######## vga_timing_gen_flat ########
**vga_timing_gen_flat: wires at chosen ports, followed through buffers**

Bar = 20 um.
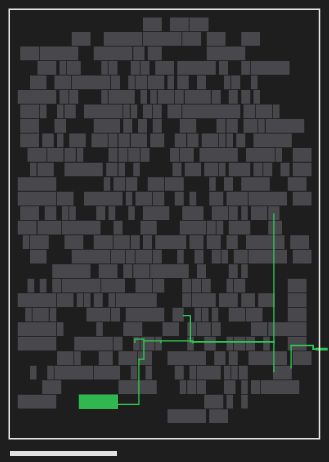

--- src/rtl/vga_timing_gen_if.sv ---
// vga_timing_gen_if -- raster timing bundle produced by vga_timing_gen.
//   pix_en      : one-clock pixel strobe
//   h_count     : current pixel column
//   v_count     : current line
//   display_en  : current pixel lies in the visible area
//   h_sync      : horizontal sync (polarity set by the generator)
//   v_sync      : vertical sync (polarity set by the generator)
//   line_start  : one-clock pulse after h_count returns to 0
//   frame_start : one-clock pulse after (h_count, v_count) returns to (0, 0)
//   frame_count : completed frames, wrapping at 256
// master = timing generator, slave = pixel pipeline consuming the timing.
interface vga_timing_gen_if;
  logic       pix_en;
  logic [9:0] h_count;
  logic [9:0] v_count;
  logic       display_en;
  logic       h_sync;
  logic       v_sync;
  logic       line_start;
  logic       frame_start;
  logic [7:0] frame_count;

  modport master (
    output pix_en, h_count, v_count, display_en, h_sync, v_sync,
           line_start, frame_start, frame_count
  );

  modport slave (
    input  pix_en, h_count, v_count, display_en, h_sync, v_sync,
           line_start, frame_start, frame_count
  );
endinterface

--- src/rtl/vga_timing_gen.sv ---
// vga_timing_gen -- VGA raster timing generator.
// Divides clk_in down to a pixel strobe and walks an H_TOTAL x V_TOTAL raster,
// producing counters, blanking, sync and start-of-line/frame markers.
// Ports:
//   clk_in : system clock, all logic on the rising edge
//   reset  : synchronous, active-high reset
//   vga    : timing bundle (master side), see vga_timing_gen_if
module vga_timing_gen #(
  parameter int H_ACTIVE = 640,
  parameter int H_FP     = 16,
  parameter int H_SYNC   = 96,
  parameter int H_BP     = 48,
  parameter int V_ACTIVE = 480,
  parameter int V_FP     = 10,
  parameter int V_SYNC   = 2,
  parameter int V_BP     = 33,
  parameter bit HS_POL   = 1'b0,
  parameter bit VS_POL   = 1'b0,
  parameter int CLK_DIV  = 2
) (
  input  logic             clk_in,
  input  logic             reset,
  vga_timing_gen_if.master vga
);

  localparam int H_TOTAL = H_ACTIVE + H_FP + H_SYNC + H_BP;
  localparam int V_TOTAL = V_ACTIVE + V_FP + V_SYNC + V_BP;

  localparam logic [9:0] H_LAST   = 10'(H_TOTAL - 1);
  localparam logic [9:0] V_LAST   = 10'(V_TOTAL - 1);
  localparam logic [9:0] H_ACT    = 10'(H_ACTIVE);
  localparam logic [9:0] V_ACT    = 10'(V_ACTIVE);
  localparam logic [9:0] HS_FIRST = 10'(H_ACTIVE + H_FP);
  localparam logic [9:0] HS_LAST  = 10'(H_ACTIVE + H_FP + H_SYNC - 1);
  localparam logic [9:0] VS_FIRST = 10'(V_ACTIVE + V_FP);
  localparam logic [9:0] VS_LAST  = 10'(V_ACTIVE + V_FP + V_SYNC - 1);
  localparam logic [3:0] DIV_LAST = 4'(CLK_DIV - 1);

  logic [3:0] div_q, div_nxt;
  logic       pix_en_q;
  logic [9:0] h_q, v_q, h_nxt, v_nxt;
  logic       h_wrap, v_wrap;
  logic       de_q, hs_q, vs_q, ls_q, fs_q;
  logic       hs_act, vs_act;
  logic       started_q;
  logic [7:0] fc_q;

  always @(posedge clk_in) begin
    assert (H_TOTAL <= 1024 && V_TOTAL <= 1024 && CLK_DIV >= 1 && CLK_DIV <= 16)
      else $fatal(1, "vga_timing_gen: illegal timing parameters");
  end

  always_comb begin
    div_nxt = (div_q == DIV_LAST) ? 4'd0 : div_q + 4'd1;
    h_wrap  = (h_q == H_LAST);
    v_wrap  = (v_q == V_LAST);
    h_nxt   = h_wrap ? 10'd0 : h_q + 10'd1;
    v_nxt   = v_q;
    if (h_wrap) begin
      v_nxt = v_wrap ? 10'd0 : v_q + 10'd1;
    end
    hs_act  = (h_nxt >= HS_FIRST) && (h_nxt <= HS_LAST);
    vs_act  = (v_nxt >= VS_FIRST) && (v_nxt <= VS_LAST);
  end

  // Decoded outputs are computed from the next-state counters so they land
  // in the same cycle as the counter values they describe.
  always_ff @(posedge clk_in) begin
    if (reset) begin
      div_q     <= 4'd0;
      pix_en_q  <= 1'b0;
      h_q       <= H_LAST;
      v_q       <= V_LAST;
      de_q      <= 1'b0;
      hs_q      <= ~HS_POL;
      vs_q      <= ~VS_POL;
      ls_q      <= 1'b0;
      fs_q      <= 1'b0;
      started_q <= 1'b0;
      fc_q      <= 8'd0;
    end else begin
      div_q    <= div_nxt;
      pix_en_q <= (div_nxt == DIV_LAST);
      if (pix_en_q) begin
        h_q       <= h_nxt;
        v_q       <= v_nxt;
        de_q      <= (h_nxt < H_ACT) && (v_nxt < V_ACT);
        hs_q      <= hs_act ? HS_POL : ~HS_POL;
        vs_q      <= vs_act ? VS_POL : ~VS_POL;
        ls_q      <= (h_nxt == 10'd0);
        fs_q      <= (h_nxt == 10'd0) && (v_nxt == 10'd0);
        started_q <= 1'b1;
        // The wrap out of the reset position opens frame 0; only later
        // wraps close a frame and count it.
        if (started_q && h_wrap && v_wrap) begin
          fc_q <= fc_q + 8'd1;
        end
      end else begin
        // Markers are single clk_in pulses even when a pixel spans several clocks.
        ls_q <= 1'b0;
        fs_q <= 1'b0;
      end
    end
  end

  assign vga.pix_en      = pix_en_q;
  assign vga.h_count     = h_q;
  assign vga.v_count     = v_q;
  assign vga.display_en  = de_q;
  assign vga.h_sync      = hs_q;
  assign vga.v_sync      = vs_q;
  assign vga.line_start  = ls_q;
  assign vga.frame_start = fs_q;
  assign vga.frame_count = fc_q;

endmodule

--- src/flat_wrapper.sv ---
// flat-port wrapper written by rule: the top's interface ports become plain ports
module vga_timing_gen_flat 
#(
  parameter int H_ACTIVE = 640,
  parameter int H_FP     = 16,
  parameter int H_SYNC   = 96,
  parameter int H_BP     = 48,
  parameter int V_ACTIVE = 480,
  parameter int V_FP     = 10,
  parameter int V_SYNC   = 2,
  parameter int V_BP     = 33,
  parameter bit HS_POL   = 1'b0,
  parameter bit VS_POL   = 1'b0,
  parameter int CLK_DIV  = 2
)
  (clk_in, reset, vga_pix_en, vga_h_count, vga_v_count, vga_display_en, vga_h_sync, vga_v_sync, vga_line_start, vga_frame_start, vga_frame_count);
  vga_timing_gen_if vga_i ();
  input  logic clk_in;
  input  logic reset;
  output wire logic [$bits(vga_i.pix_en)-1:0] vga_pix_en;
  output wire logic [$bits(vga_i.h_count)-1:0] vga_h_count;
  output wire logic [$bits(vga_i.v_count)-1:0] vga_v_count;
  output wire logic [$bits(vga_i.display_en)-1:0] vga_display_en;
  output wire logic [$bits(vga_i.h_sync)-1:0] vga_h_sync;
  output wire logic [$bits(vga_i.v_sync)-1:0] vga_v_sync;
  output wire logic [$bits(vga_i.line_start)-1:0] vga_line_start;
  output wire logic [$bits(vga_i.frame_start)-1:0] vga_frame_start;
  output wire logic [$bits(vga_i.frame_count)-1:0] vga_frame_count;
  assign vga_pix_en = vga_i.pix_en;
  assign vga_h_count = vga_i.h_count;
  assign vga_v_count = vga_i.v_count;
  assign vga_display_en = vga_i.display_en;
  assign vga_h_sync = vga_i.h_sync;
  assign vga_v_sync = vga_i.v_sync;
  assign vga_line_start = vga_i.line_start;
  assign vga_frame_start = vga_i.frame_start;
  assign vga_frame_count = vga_i.frame_count;
  vga_timing_gen #(.H_ACTIVE(H_ACTIVE), .H_FP(H_FP), .H_SYNC(H_SYNC), .H_BP(H_BP), .V_ACTIVE(V_ACTIVE), .V_FP(V_FP), .V_SYNC(V_SYNC), .V_BP(V_BP), .HS_POL(HS_POL), .VS_POL(VS_POL), .CLK_DIV(CLK_DIV)) u_core (.clk_in(clk_in), .reset(reset), .vga(vga_i));
endmodule
--- config.mk ---
export PLATFORM = sky130hd
export DESIGN_NAME = vga_timing_gen_flat
export DESIGN_NICKNAME = d
export VERILOG_FILES = /design/src/rtl/vga_timing_gen_if.sv /design/src/rtl/vga_timing_gen.sv /design/src/flat_wrapper.sv
export SDC_FILE = /design/constraint.sdc
export NUM_CORES = 1
export LEC_CHECK = 0
export CORE_ASPECT_RATIO = 1.4
export CORE_UTILIZATION = 50
export DETAILED_ROUTE_END_ITERATION = 8
export PLACE_DENSITY = 0.76
export REMOVE_ABC_BUFFERS = 1
export SLEW_MARGIN = 20
export SYNTH_ARGS = -nofsm -noshare
export SYNTH_HDL_FRONTEND = slang
export SYNTH_SLANG_ARGS = --single-unit
--- constraint.sdc ---
create_clock -name clk_in -period 3.2 [get_ports clk_in]
set_input_delay 0.8 -clock clk_in [delete_from_list [all_inputs] [get_ports clk_in]]
set_output_delay 0.8 -clock clk_in [all_outputs]
set_load 0.01 [all_outputs]
######## letreiro_scan_ctrl ########
[config.mk]
export PLATFORM = sky130hd
export DESIGN_NAME = letreiro_scan_ctrl
export DESIGN_NICKNAME = d
export VERILOG_FILES = /design/src/rtl/letreiro_scan_ctrl.sv
export SDC_FILE = /design/constraint.sdc
export NUM_CORES = 1
export LEC_CHECK = 0
export CAP_MARGIN = 15
export CORE_AREA = 2 2 55 57
export CTS_CLUSTER_SIZE = 24
export DETAILED_ROUTE_END_ITERATION = 8
export DIE_AREA = 0 0 57 59
export GPL_ROUTABILITY_DRIVEN = 0
export PLACE_DENSITY = 0.76
export SLEW_MARGIN = 20
export SYNTH_ARGS = -nofsm -noshare
export SYNTH_HDL_FRONTEND = slang
export SYNTH_SLANG_ARGS = --single-unit
[constraint.sdc]
create_clock -name CLK -period 2.4 [get_ports CLK]
set_clock_uncertainty 0.2 [all_clocks]
set_input_delay 0.72 -clock CLK [delete_from_list [all_inputs] [get_ports CLK]]
set_output_delay 0.72 -clock CLK [all_outputs]
set_load 0.1 [all_outputs]
[src/rtl/letreiro_scan_ctrl.sv]
// Row-scan, scroll and reload sequencer for the 5x7 LED marquee.
// Every output is a Moore decode of the registers below, gated by the run state.
//
// state   | meaning
// --------+---------------------------------------------------------------
// ST_IDLE | in reset or on the start edge; outputs held at 0
// ST_RUN  | scanning rows; mode may change only at frame boundaries
module letreiro_scan_ctrl #(
   parameter int ROWS       = 5,
   parameter int SCAN_DIV   = 1000,
   parameter int BLANK_CYC  = 4,
   parameter int SCROLL_DIV = 50
) (
   input  logic            CLK,
   input  logic            RST,
   input  logic            ch0,
   input  logic            ch1,
   output logic [ROWS-1:0] row_sel,
   output logic [2:0]      row_idx,
   output logic            col_en,
   output logic            frame_start,
   output logic            shift_en,
   output logic            shift_dir,
   output logic            load_en,
   output logic [1:0]      mode
);

   localparam int CW = $clog2(SCAN_DIV + 1);
   localparam int FW = $clog2(SCROLL_DIV + 1);
   localparam logic [CW-1:0] CYC_LAST  = CW'(SCAN_DIV - 1);
   localparam logic [CW-1:0] CYC_BLANK = CW'(BLANK_CYC);
   localparam logic [2:0]    ROW_LAST  = 3'(ROWS - 1);
   localparam logic [FW-1:0] FRM_LAST  = FW'(SCROLL_DIV - 1);

   localparam logic [1:0] MODE_SCROLL_L = 2'b01;
   localparam logic [1:0] MODE_SCROLL_R = 2'b10;
   localparam logic [1:0] MODE_RELOAD   = 2'b11;

   typedef enum logic {
      ST_IDLE = 1'b0,
      ST_RUN  = 1'b1
   } state_t;

   state_t          state_q, state_d;
   logic [1:0]      sync1_q, sync1_d;
   logic [1:0]      sync2_q, sync2_d;
   logic [CW-1:0]   cyc_q, cyc_d;
   logic [2:0]      row_q, row_d;
   logic [1:0]      mode_q, mode_d;
   logic            mode_new_q, mode_new_d;
   logic [FW-1:0]   frame_cnt_q, frame_cnt_d;

   logic run;
   logic start;
   logic cyc_wrap;
   logic frame_end;
   logic mode_load;
   logic mode_chg;
   logic scroll;
   logic fs;

   // The synchronizer is never reset so the switch value is already settled
   // when the start edge samples it.
   always_comb begin
      sync1_d = {ch1, ch0};
      sync2_d = sync1_q;
   end

   always_ff @(posedge CLK) begin
      sync1_q <= sync1_d;
      sync2_q <= sync2_d;
   end

   always_comb begin
      run       = (state_q == ST_RUN);
      start     = (state_q == ST_IDLE);
      cyc_wrap  = (cyc_q == CYC_LAST);
      frame_end = run && cyc_wrap && (row_q == ROW_LAST);
      mode_load = start || frame_end;
      mode_chg  = (sync2_q != mode_q);
      scroll    = (mode_q == MODE_SCROLL_L) || (mode_q == MODE_SCROLL_R);
      fs        = run && (row_q == 3'd0) && (cyc_q == '0);
   end

   always_comb begin
      state_d     = state_q;
      cyc_d       = cyc_q;
      row_d       = row_q;
      mode_d      = mode_q;
      mode_new_d  = mode_new_q;
      frame_cnt_d = frame_cnt_q;

      if (start) begin
         state_d = ST_RUN;
      end

      if (run) begin
         if (cyc_wrap) begin
            cyc_d = '0;
            row_d = (row_q == ROW_LAST) ? 3'd0 : row_q + 3'd1;
         end else begin
            cyc_d = cyc_q + CW'(1);
         end
      end

      // mode_new marks the first frame after a (re)load so RELOAD pulses once.
      if (mode_load) begin
         mode_d     = sync2_q;
         mode_new_d = start || mode_chg;
      end

      if (start || !scroll || (frame_end && mode_chg)) begin
         frame_cnt_d = '0;
      end else if (fs) begin
         frame_cnt_d = (frame_cnt_q == FRM_LAST) ? '0 : frame_cnt_q + FW'(1);
      end
   end

   always_ff @(posedge CLK) begin
      if (RST) begin
         state_q     <= ST_IDLE;
         cyc_q       <= '0;
         row_q       <= 3'd0;
         mode_q      <= 2'b00;
         mode_new_q  <= 1'b0;
         frame_cnt_q <= '0;
      end else begin
         state_q     <= state_d;
         cyc_q       <= cyc_d;
         row_q       <= row_d;
         mode_q      <= mode_d;
         mode_new_q  <= mode_new_d;
         frame_cnt_q <= frame_cnt_d;
      end
   end

   always_comb begin
      frame_start = fs;
      col_en      = run && (cyc_q >= CYC_BLANK);
      row_sel     = col_en ? (ROWS'(1) << row_q) : '0;
      row_idx     = run ? row_q : 3'd0;
      mode        = mode_q;
      shift_dir   = run && (mode_q == MODE_SCROLL_R);
      shift_en    = fs && scroll && (frame_cnt_q == '0);
      load_en     = fs && (mode_q == MODE_RELOAD) && mode_new_q;
   end

endmodule
######## uart_byte_rx ########
[src/rtl/uart_pkg.sv]
// uart_pkg: rate table, oversampling constants and receiver FSM encoding shared by
// the UART receive and transmit blocks.
package uart_pkg;

  localparam int         OVERSAMPLE = 16;
  localparam logic [3:0] TICK_LAST  = 4'(OVERSAMPLE - 1);
  localparam logic [3:0] SAMPLE_LO  = 4'd6;
  localparam logic [3:0] SAMPLE_HI  = 4'd11;
  localparam logic [2:0] MAJ_THRESH = 3'd4;

  localparam logic [1:0] S_IDLE  = 2'd0;
  localparam logic [1:0] S_START = 2'd1;
  localparam logic [1:0] S_DATA  = 2'd2;
  localparam logic [1:0] S_STOP  = 2'd3;

  function automatic int baud_rate(input logic [2:0] sel);
    int rate;
    case (sel)
      3'd1:    rate = 19200;
      3'd2:    rate = 38400;
      3'd3:    rate = 57600;
      3'd4:    rate = 115200;
      3'd5:    rate = 230400;
      default: rate = 9600;
    endcase
    return rate;
  endfunction

  // Rounded to nearest so 50 MHz gives 325, 162, 80, 53, 26, 13.
  function automatic logic [15:0] baud_div(input logic [2:0] sel, input int clk_freq);
    int rate;
    rate = baud_rate(sel);
    return 16'((clk_freq + rate * 8) / (rate * 16) - 1);
  endfunction

endpackage

[src/rtl/uart_baud_tick.sv]
// uart_baud_tick: 16x oversampling tick divider. The rate is latched and the phase
// restarted for as long as i_clr is high.
module uart_baud_tick import uart_pkg::*; #(
  parameter int CLK_FREQ = 50_000_000
) (
  input  logic       i_clk,
  input  logic       i_rst,
  input  logic [2:0] i_baud_set,
  input  logic       i_clr,
  output logic       o_tick,
  output logic [3:0] o_tick_idx
);

  logic [15:0] w_div_sel;
  logic [15:0] r_div;
  logic [15:0] r_cnt;
  logic [3:0]  r_idx;
  logic        w_wrap;

  // Each entry folds to a constant, so no runtime divider is built.
  always_comb begin
    case (i_baud_set)
      3'd1:    w_div_sel = baud_div(3'd1, CLK_FREQ);
      3'd2:    w_div_sel = baud_div(3'd2, CLK_FREQ);
      3'd3:    w_div_sel = baud_div(3'd3, CLK_FREQ);
      3'd4:    w_div_sel = baud_div(3'd4, CLK_FREQ);
      3'd5:    w_div_sel = baud_div(3'd5, CLK_FREQ);
      default: w_div_sel = baud_div(3'd0, CLK_FREQ);
    endcase
  end

  assign w_wrap = (r_cnt == r_div);

  always_ff @(posedge i_clk) begin
    if (i_rst) begin
      r_div <= baud_div(3'd0, CLK_FREQ);
      r_cnt <= '0;
      r_idx <= '0;
    end else if (i_clr) begin
      r_div <= w_div_sel;
      r_cnt <= '0;
      r_idx <= '0;
    end else if (w_wrap) begin
      r_cnt <= '0;
      r_idx <= r_idx + 4'd1;
    end else begin
      r_cnt <= r_cnt + 16'd1;
    end
  end

  assign o_tick     = w_wrap & ~i_clr;
  assign o_tick_idx = r_idx;

endmodule

[src/rtl/uart_byte_rx.sv]
// uart_byte_rx: 8N1 receiver, 16x oversampled, 6-sample majority per bit.
// Defining UART_RX_FRAME_ERR_EN adds frame_err (stop-bit majority low).
// state | meaning
// IDLE  | waiting for a 1->0 edge on the synchronized line
// START | validating the start bit
// DATA  | shifting 8 data bits, LSB first
// STOP  | voting the stop bit, then done
module uart_byte_rx import uart_pkg::*; #(
  parameter int CLK_FREQ = 50_000_000
) (
  input  logic       clk,
  input  logic       rst,
  input  logic [2:0] baud_set,
  input  logic       rs232_rx,
  output logic [7:0] data_byte,
  output logic       rx_done,
  output logic       uart_state
`ifdef UART_RX_FRAME_ERR_EN
  ,
  output logic       frame_err
`endif
);

  logic [2:0] r_sync;
  logic [2:0] r_vld;
  logic [1:0] r_state;
  logic [2:0] r_ones;
  logic [2:0] r_bit_cnt;
  logic [7:0] r_shift;
  logic [7:0] r_data;
  logic       r_done;
  logic       r_ferr;
  logic       w_line;
  logic       w_fall;
  logic       w_tick;
  logic [3:0] w_idx;
  logic [2:0] w_ones_next;
  logic       w_bit;
  logic       w_in_window;

  // r_vld keeps reset values of the synchronizer from looking like a falling edge.
  always_ff @(posedge clk) begin
    if (rst) begin
      r_sync <= 3'b111;
      r_vld  <= 3'b000;
    end else begin
      r_sync <= {r_sync[1:0], rs232_rx};
      r_vld  <= {r_vld[1:0], 1'b1};
    end
  end

  assign w_line = r_sync[1];
  assign w_fall = r_vld[2] & r_sync[2] & ~r_sync[1];

  uart_baud_tick #(.CLK_FREQ(CLK_FREQ)) u_tick (
    .i_clk      (clk),
    .i_rst      (rst),
    .i_baud_set (baud_set),
    .i_clr      (r_state == S_IDLE),
    .o_tick     (w_tick),
    .o_tick_idx (w_idx)
  );

  assign w_in_window = (w_idx >= SAMPLE_LO) && (w_idx <= SAMPLE_HI);
  assign w_ones_next = r_ones + {2'b00, w_line};
  assign w_bit       = (w_ones_next >= MAJ_THRESH);

  always_ff @(posedge clk) begin
    if (rst || r_state == S_IDLE) begin
      r_ones <= '0;
    end else if (w_tick) begin
      if (w_idx == TICK_LAST)
        r_ones <= '0;
      else if (w_in_window)
        r_ones <= w_ones_next;
    end
  end

  always_ff @(posedge clk) begin
    if (rst) begin
      r_state   <= S_IDLE;
      r_bit_cnt <= '0;
      r_shift   <= '0;
      r_data    <= '0;
      r_done    <= 1'b0;
      r_ferr    <= 1'b0;
    end else begin
      r_done <= 1'b0;
      r_ferr <= 1'b0;
      case (r_state)
        S_IDLE: if (w_fall) r_state <= S_START;
        S_START: if (w_tick) begin
          if (w_idx == SAMPLE_HI && w_bit) begin
            r_state <= S_IDLE;
          end else if (w_idx == TICK_LAST) begin
            r_state   <= S_DATA;
            r_bit_cnt <= '0;
          end
        end
        S_DATA: if (w_tick) begin
          if (w_idx == SAMPLE_HI) r_shift <= {w_bit, r_shift[7:1]};
          if (w_idx == TICK_LAST) begin
            if (r_bit_cnt == 3'd7) r_state <= S_STOP;
            r_bit_cnt <= r_bit_cnt + 3'd1;
          end
        end
        S_STOP: if (w_tick && w_idx == SAMPLE_HI) begin
          // Finish at the stop-bit centre so a following start edge is not missed.
          r_done  <= 1'b1;
          r_data  <= r_shift;
          r_state <= S_IDLE;
`ifdef UART_RX_FRAME_ERR_EN
          r_ferr  <= ~w_bit;
`endif
        end
        default: r_state <= S_IDLE;
      endcase
    end
  end

  assign data_byte  = r_data;
  assign rx_done    = r_done;
  assign uart_state = (r_state != S_IDLE);
`ifdef UART_RX_FRAME_ERR_EN
  assign frame_err  = r_ferr;
`endif

endmodule

[config.mk]
export PLATFORM = sky130hd
export DESIGN_NAME = uart_byte_rx
export DESIGN_NICKNAME = d
export VERILOG_FILES = /design/src/rtl/uart_pkg.sv /design/src/rtl/uart_baud_tick.sv /design/src/rtl/uart_byte_rx.sv
export SDC_FILE = /design/constraint.sdc
export NUM_CORES = 1
export LEC_CHECK = 0
export ABC_AREA = 1
export CAP_MARGIN = 5
export CELL_PAD_IN_SITES_DETAIL_PLACEMENT = 0
export CELL_PAD_IN_SITES_GLOBAL_PLACEMENT = 1
export CORE_UTILIZATION = 39
export CTS_CLUSTER_SIZE = 40
export DETAILED_ROUTE_END_ITERATION = 8
export GPL_ROUTABILITY_DRIVEN = 0
export PLACE_DENSITY = 0.84
export SLEW_MARGIN = 20
export SYNTH_ARGS = -nofsm -noshare
export SYNTH_HDL_FRONTEND = slang
export SYNTH_HIERARCHICAL = 1
export SYNTH_SLANG_ARGS = --single-unit
[constraint.sdc]
create_clock -name clk -period 1.9 [get_ports clk]
set_input_delay 0.19 -clock clk [delete_from_list [all_inputs] [get_ports clk]]
set_output_delay 0.19 -clock clk [all_outputs]
set_load 0.01 [all_outputs]
**letreiro_scan_ctrl: clock wires, drivers and flops**

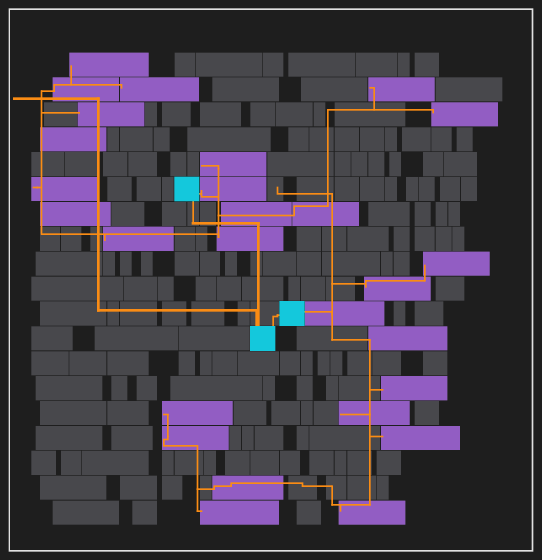
- purple: flip-flops (count 27)
- cyan: clock-net drivers (count 3)
- orange: clock wires (length 292 um)
- flops lie: spread over the die

==> reports/results.ini, letreiro_scan_ctrl <==
[critical_path]
critPathSlowestCell=dfxtp_4
worstSetupPathType=flip-flop to output pin
crit_path_max_fanout=5

[power_and_ir_drop]
power.group.top=sequential cells
ir_drop_uv=512.0

[final_timing]
setup_viol=9
period_needed_ps=2647
fmax_ghz=0.3778
worst_slack_ps=-247.2

[yosys]
postSynthCellCount=157
avgSynthCellArea_um2=9.205

[outcome]
outcome=finished, violations left
violations=setup timing

[cells_and_area]
sh_seq_area_pct=26.79
comb_area_um2=900.9
clock_area_share_pct=1.293
fin_cells=233

[placed_design]
dpl-instance-area_mm2=0.001971

[routing]
wl_met2_um=1882

[clock_network]
htree_num_levels=1
ctsHoldBuffers=0

[floorplanning]
core-area_mm2=0.002710

letreiro_scan_ctrl: worst paths after layout:
path / slack [ps] / start / cells after the start / to
setup / recovery: -250 / cyc_q[8] / 6 / row_sel[0]
hold / removal: 150 / sync1_q[0] / 0 / sync2_q[0]
setup reg to reg: 260 / cyc_q[8] / 7 / frame_cnt_q[5]
hold reg to reg: 150 / sync1_q[0] / 0 / sync2_q[0]
letreiro_scan_ctrl: cells by family after synthesis:
family          synth area share (%)
compound gates                 6.580
xor+xnor                       7.273
fa+ha+maj                      10.39
buf+inv                        4.934
flops                          37.40
mux                            3.463
simple gates                   29.96
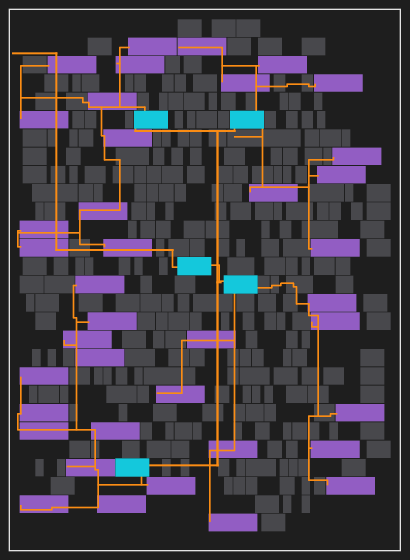
**Above:** vga_timing_gen_flat (clock wires, drivers and flops).
- purple: flip-flops (count 39)
- orange: clock wires (length 510 um)
- cyan: clock-net drivers (count 5)
- routed clock nets: 6

**vga_timing_gen_flat: where the registers sit**

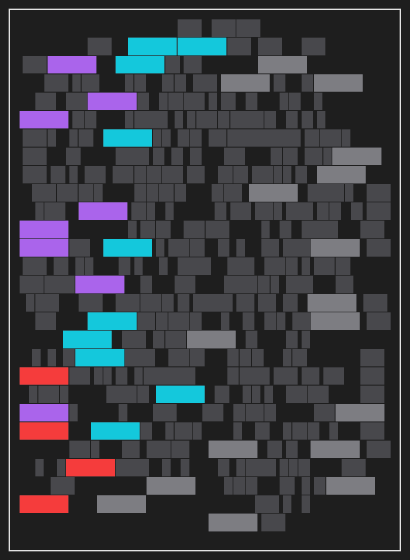
- purple: u_core.vga.frame_count (flops 8)
- cyan: u_core.vga.h_count (flops 10)
- red: u_core.div_q (flops 4; where lower left)
- not coloured: 17

About 'wires at chosen ports, followed through buffers' of vga_timing_gen_flat:
- green: vga_pix_en (bits 1; direction output; edge right; end cells 1; buffers 1; wire 91.0 um)

==> reports/results.ini, vga_timing_gen_flat <==
[outcome]
outcome=finished, violations left
violations=DRC

[power_and_ir_drop]
combPwrFrac_pct=25.9

[critical_path]
critPathArrivalTime_ps=3130
critPathSlowestCell=or4_2
crit_end=u_core.vga.v_sync
crit_family=simple AND/OR/NAND/NOR gates
worst_setup_path_end_kind=flip-flop
cp_num_buf_inv=0

[routing]
route.detailed.drc=4
num_vias=2138
totalWireLength_um=5423

[final_timing]
period_needed_ps=2943

[clock_network]
ctsHoldBuffers=0
cts_resized=0

[yosys]
top_cells_by_area=dfxtp_1 36%, nor2_1 5.8%, xor2_1 4.4%

[placed_design]
dp_cells=343

[global_route]
overflow=0

[cells_and_area]
comb_area_mm2=0.001277

## vga_timing_gen_flat: registers in the layout, indices dropped and copies added, names as in the netlist
signal                  flops
u_core.vga.h_count         10
u_core.vga.v_count         10
u_core.vga.frame_count      8
u_core.div_q                4
u_core.started_q            1
u_core.vga.display_en       1
u_core.vga.frame_start      1
u_core.vga.h_sync           1
u_core.vga.line_start       1
u_core.vga.pix_en           1
u_core.vga.v_sync           1
## vga_timing_gen_flat: tightest hold or removal path, cell delays in order (launching register included)
cell and delay, ps:
dfxtp_1 340, nor2_1 40, nor2_1 70
**uart_byte_rx: wires at chosen ports, followed through buffers**

Bar = 20 um.
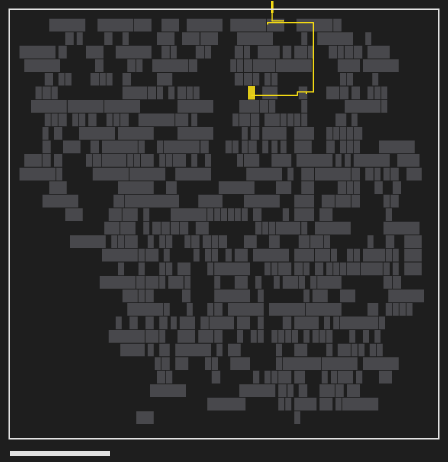
- yellow: uart_state (bits 1; direction output; edge top; end cells 1; buffers 1; wire 41.2 um)

==> reports/results.ini, uart_byte_rx <==
[final_timing]
setup_viol=0
rsz0062_at_grt=true
max_slew.worst_pin.slew_ps=329.0
slew_headroom_pct=77.90

[power_and_ir_drop]
power.group.top=sequential cells
ir_drop_uv=409.7
pwr-share-seq_pct=43.8

[yosys]
postSynthCellCount=380
yosysCellCount=380

[cells_and_area]
clock_area_share_pct=5.992
clkbuf_count=9
sh_comb_area_pct=38.22
postLayoutCoreUtil_pct=50.41

[routing]
num_vias=2423
wl_met3_um=234
drt-initial-drc-count=85
met1_length_um=2858
first_pass_iters=4

[critical_path]
worstRegToRegCells=14
crit_cells=3
cp_data_required_time_ps=1710

[outcome]
outcome=finished clean

uart_byte_rx: flip-flops by register name, summed over array words and instances, names as in the netlist, named ones only:
signal             cells
r_ones                 3
u_tick/r_cnt          16
r_shift                8
r_state                1
u_tick/r_div           8
data_byte              8
rx_done                1
r_sync                 3
r_vld                  3
u_tick/o_tick_idx      4
r_bit_cnt              3
uart_byte_rx: cells in the mapped netlist, types with 4 or more instances:
master / n
o21ai_0: 22
nand2_1: 76
nand3_1: 25
xor2_1: 6
inv_2: 4
ha_1: 8
nor2_1: 52
a21oi_1: 27
inv_1: 60
dfxtp_1: 59
nor3_1: 5

==> screenshots <==
Congestion heat map.
panel A
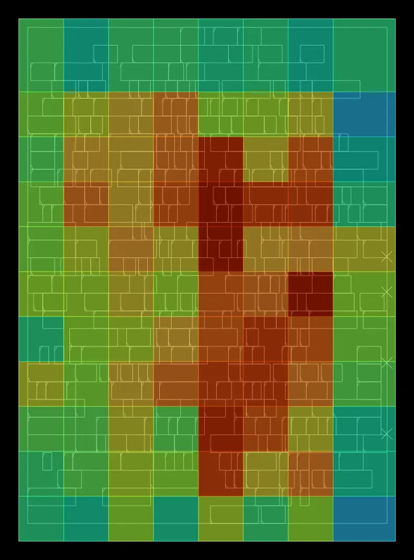
panel B
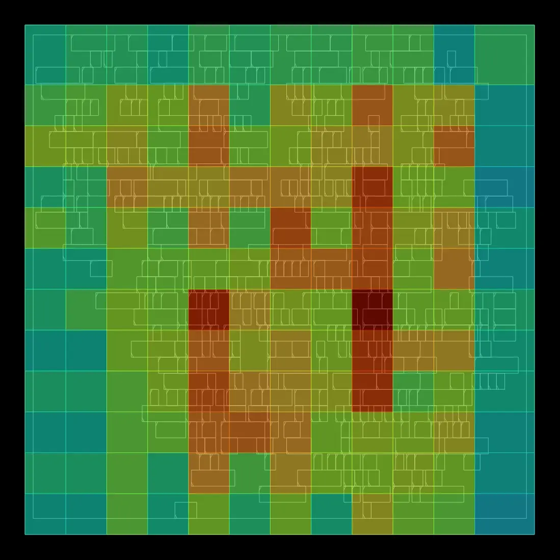
panel C
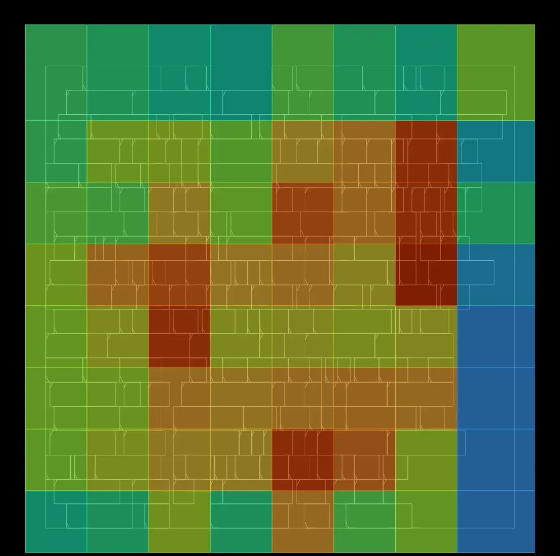
- panel A = vga_timing_gen_flat
- panel B = uart_byte_rx
- panel C = letreiro_scan_ctrl
The one with the lowest track usage is panel B.
The one with the highest utilization is panel C.



## Gallery

Metal 1.
image #1
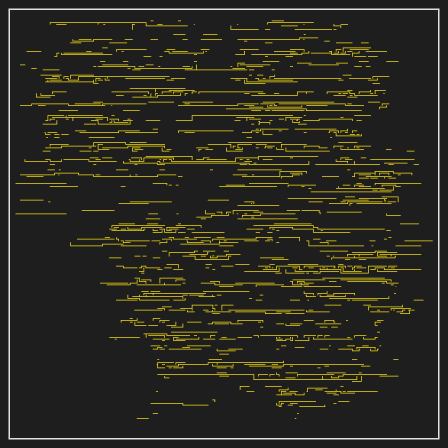
image #2
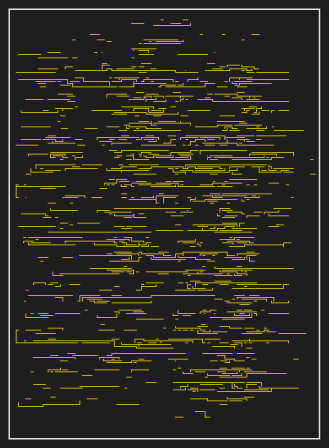
image #3
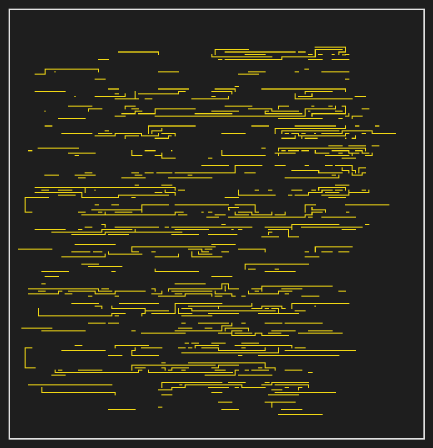
For uart_byte_rx, see image #1.
For vga_timing_gen_flat, see image #2.
For letreiro_scan_ctrl, see image #3.

Key to image #1:
- main direction: horizontal
- nets with wire on the layer: 419

Power figures rest on the tool's default switching activity, not on a simulated workload.
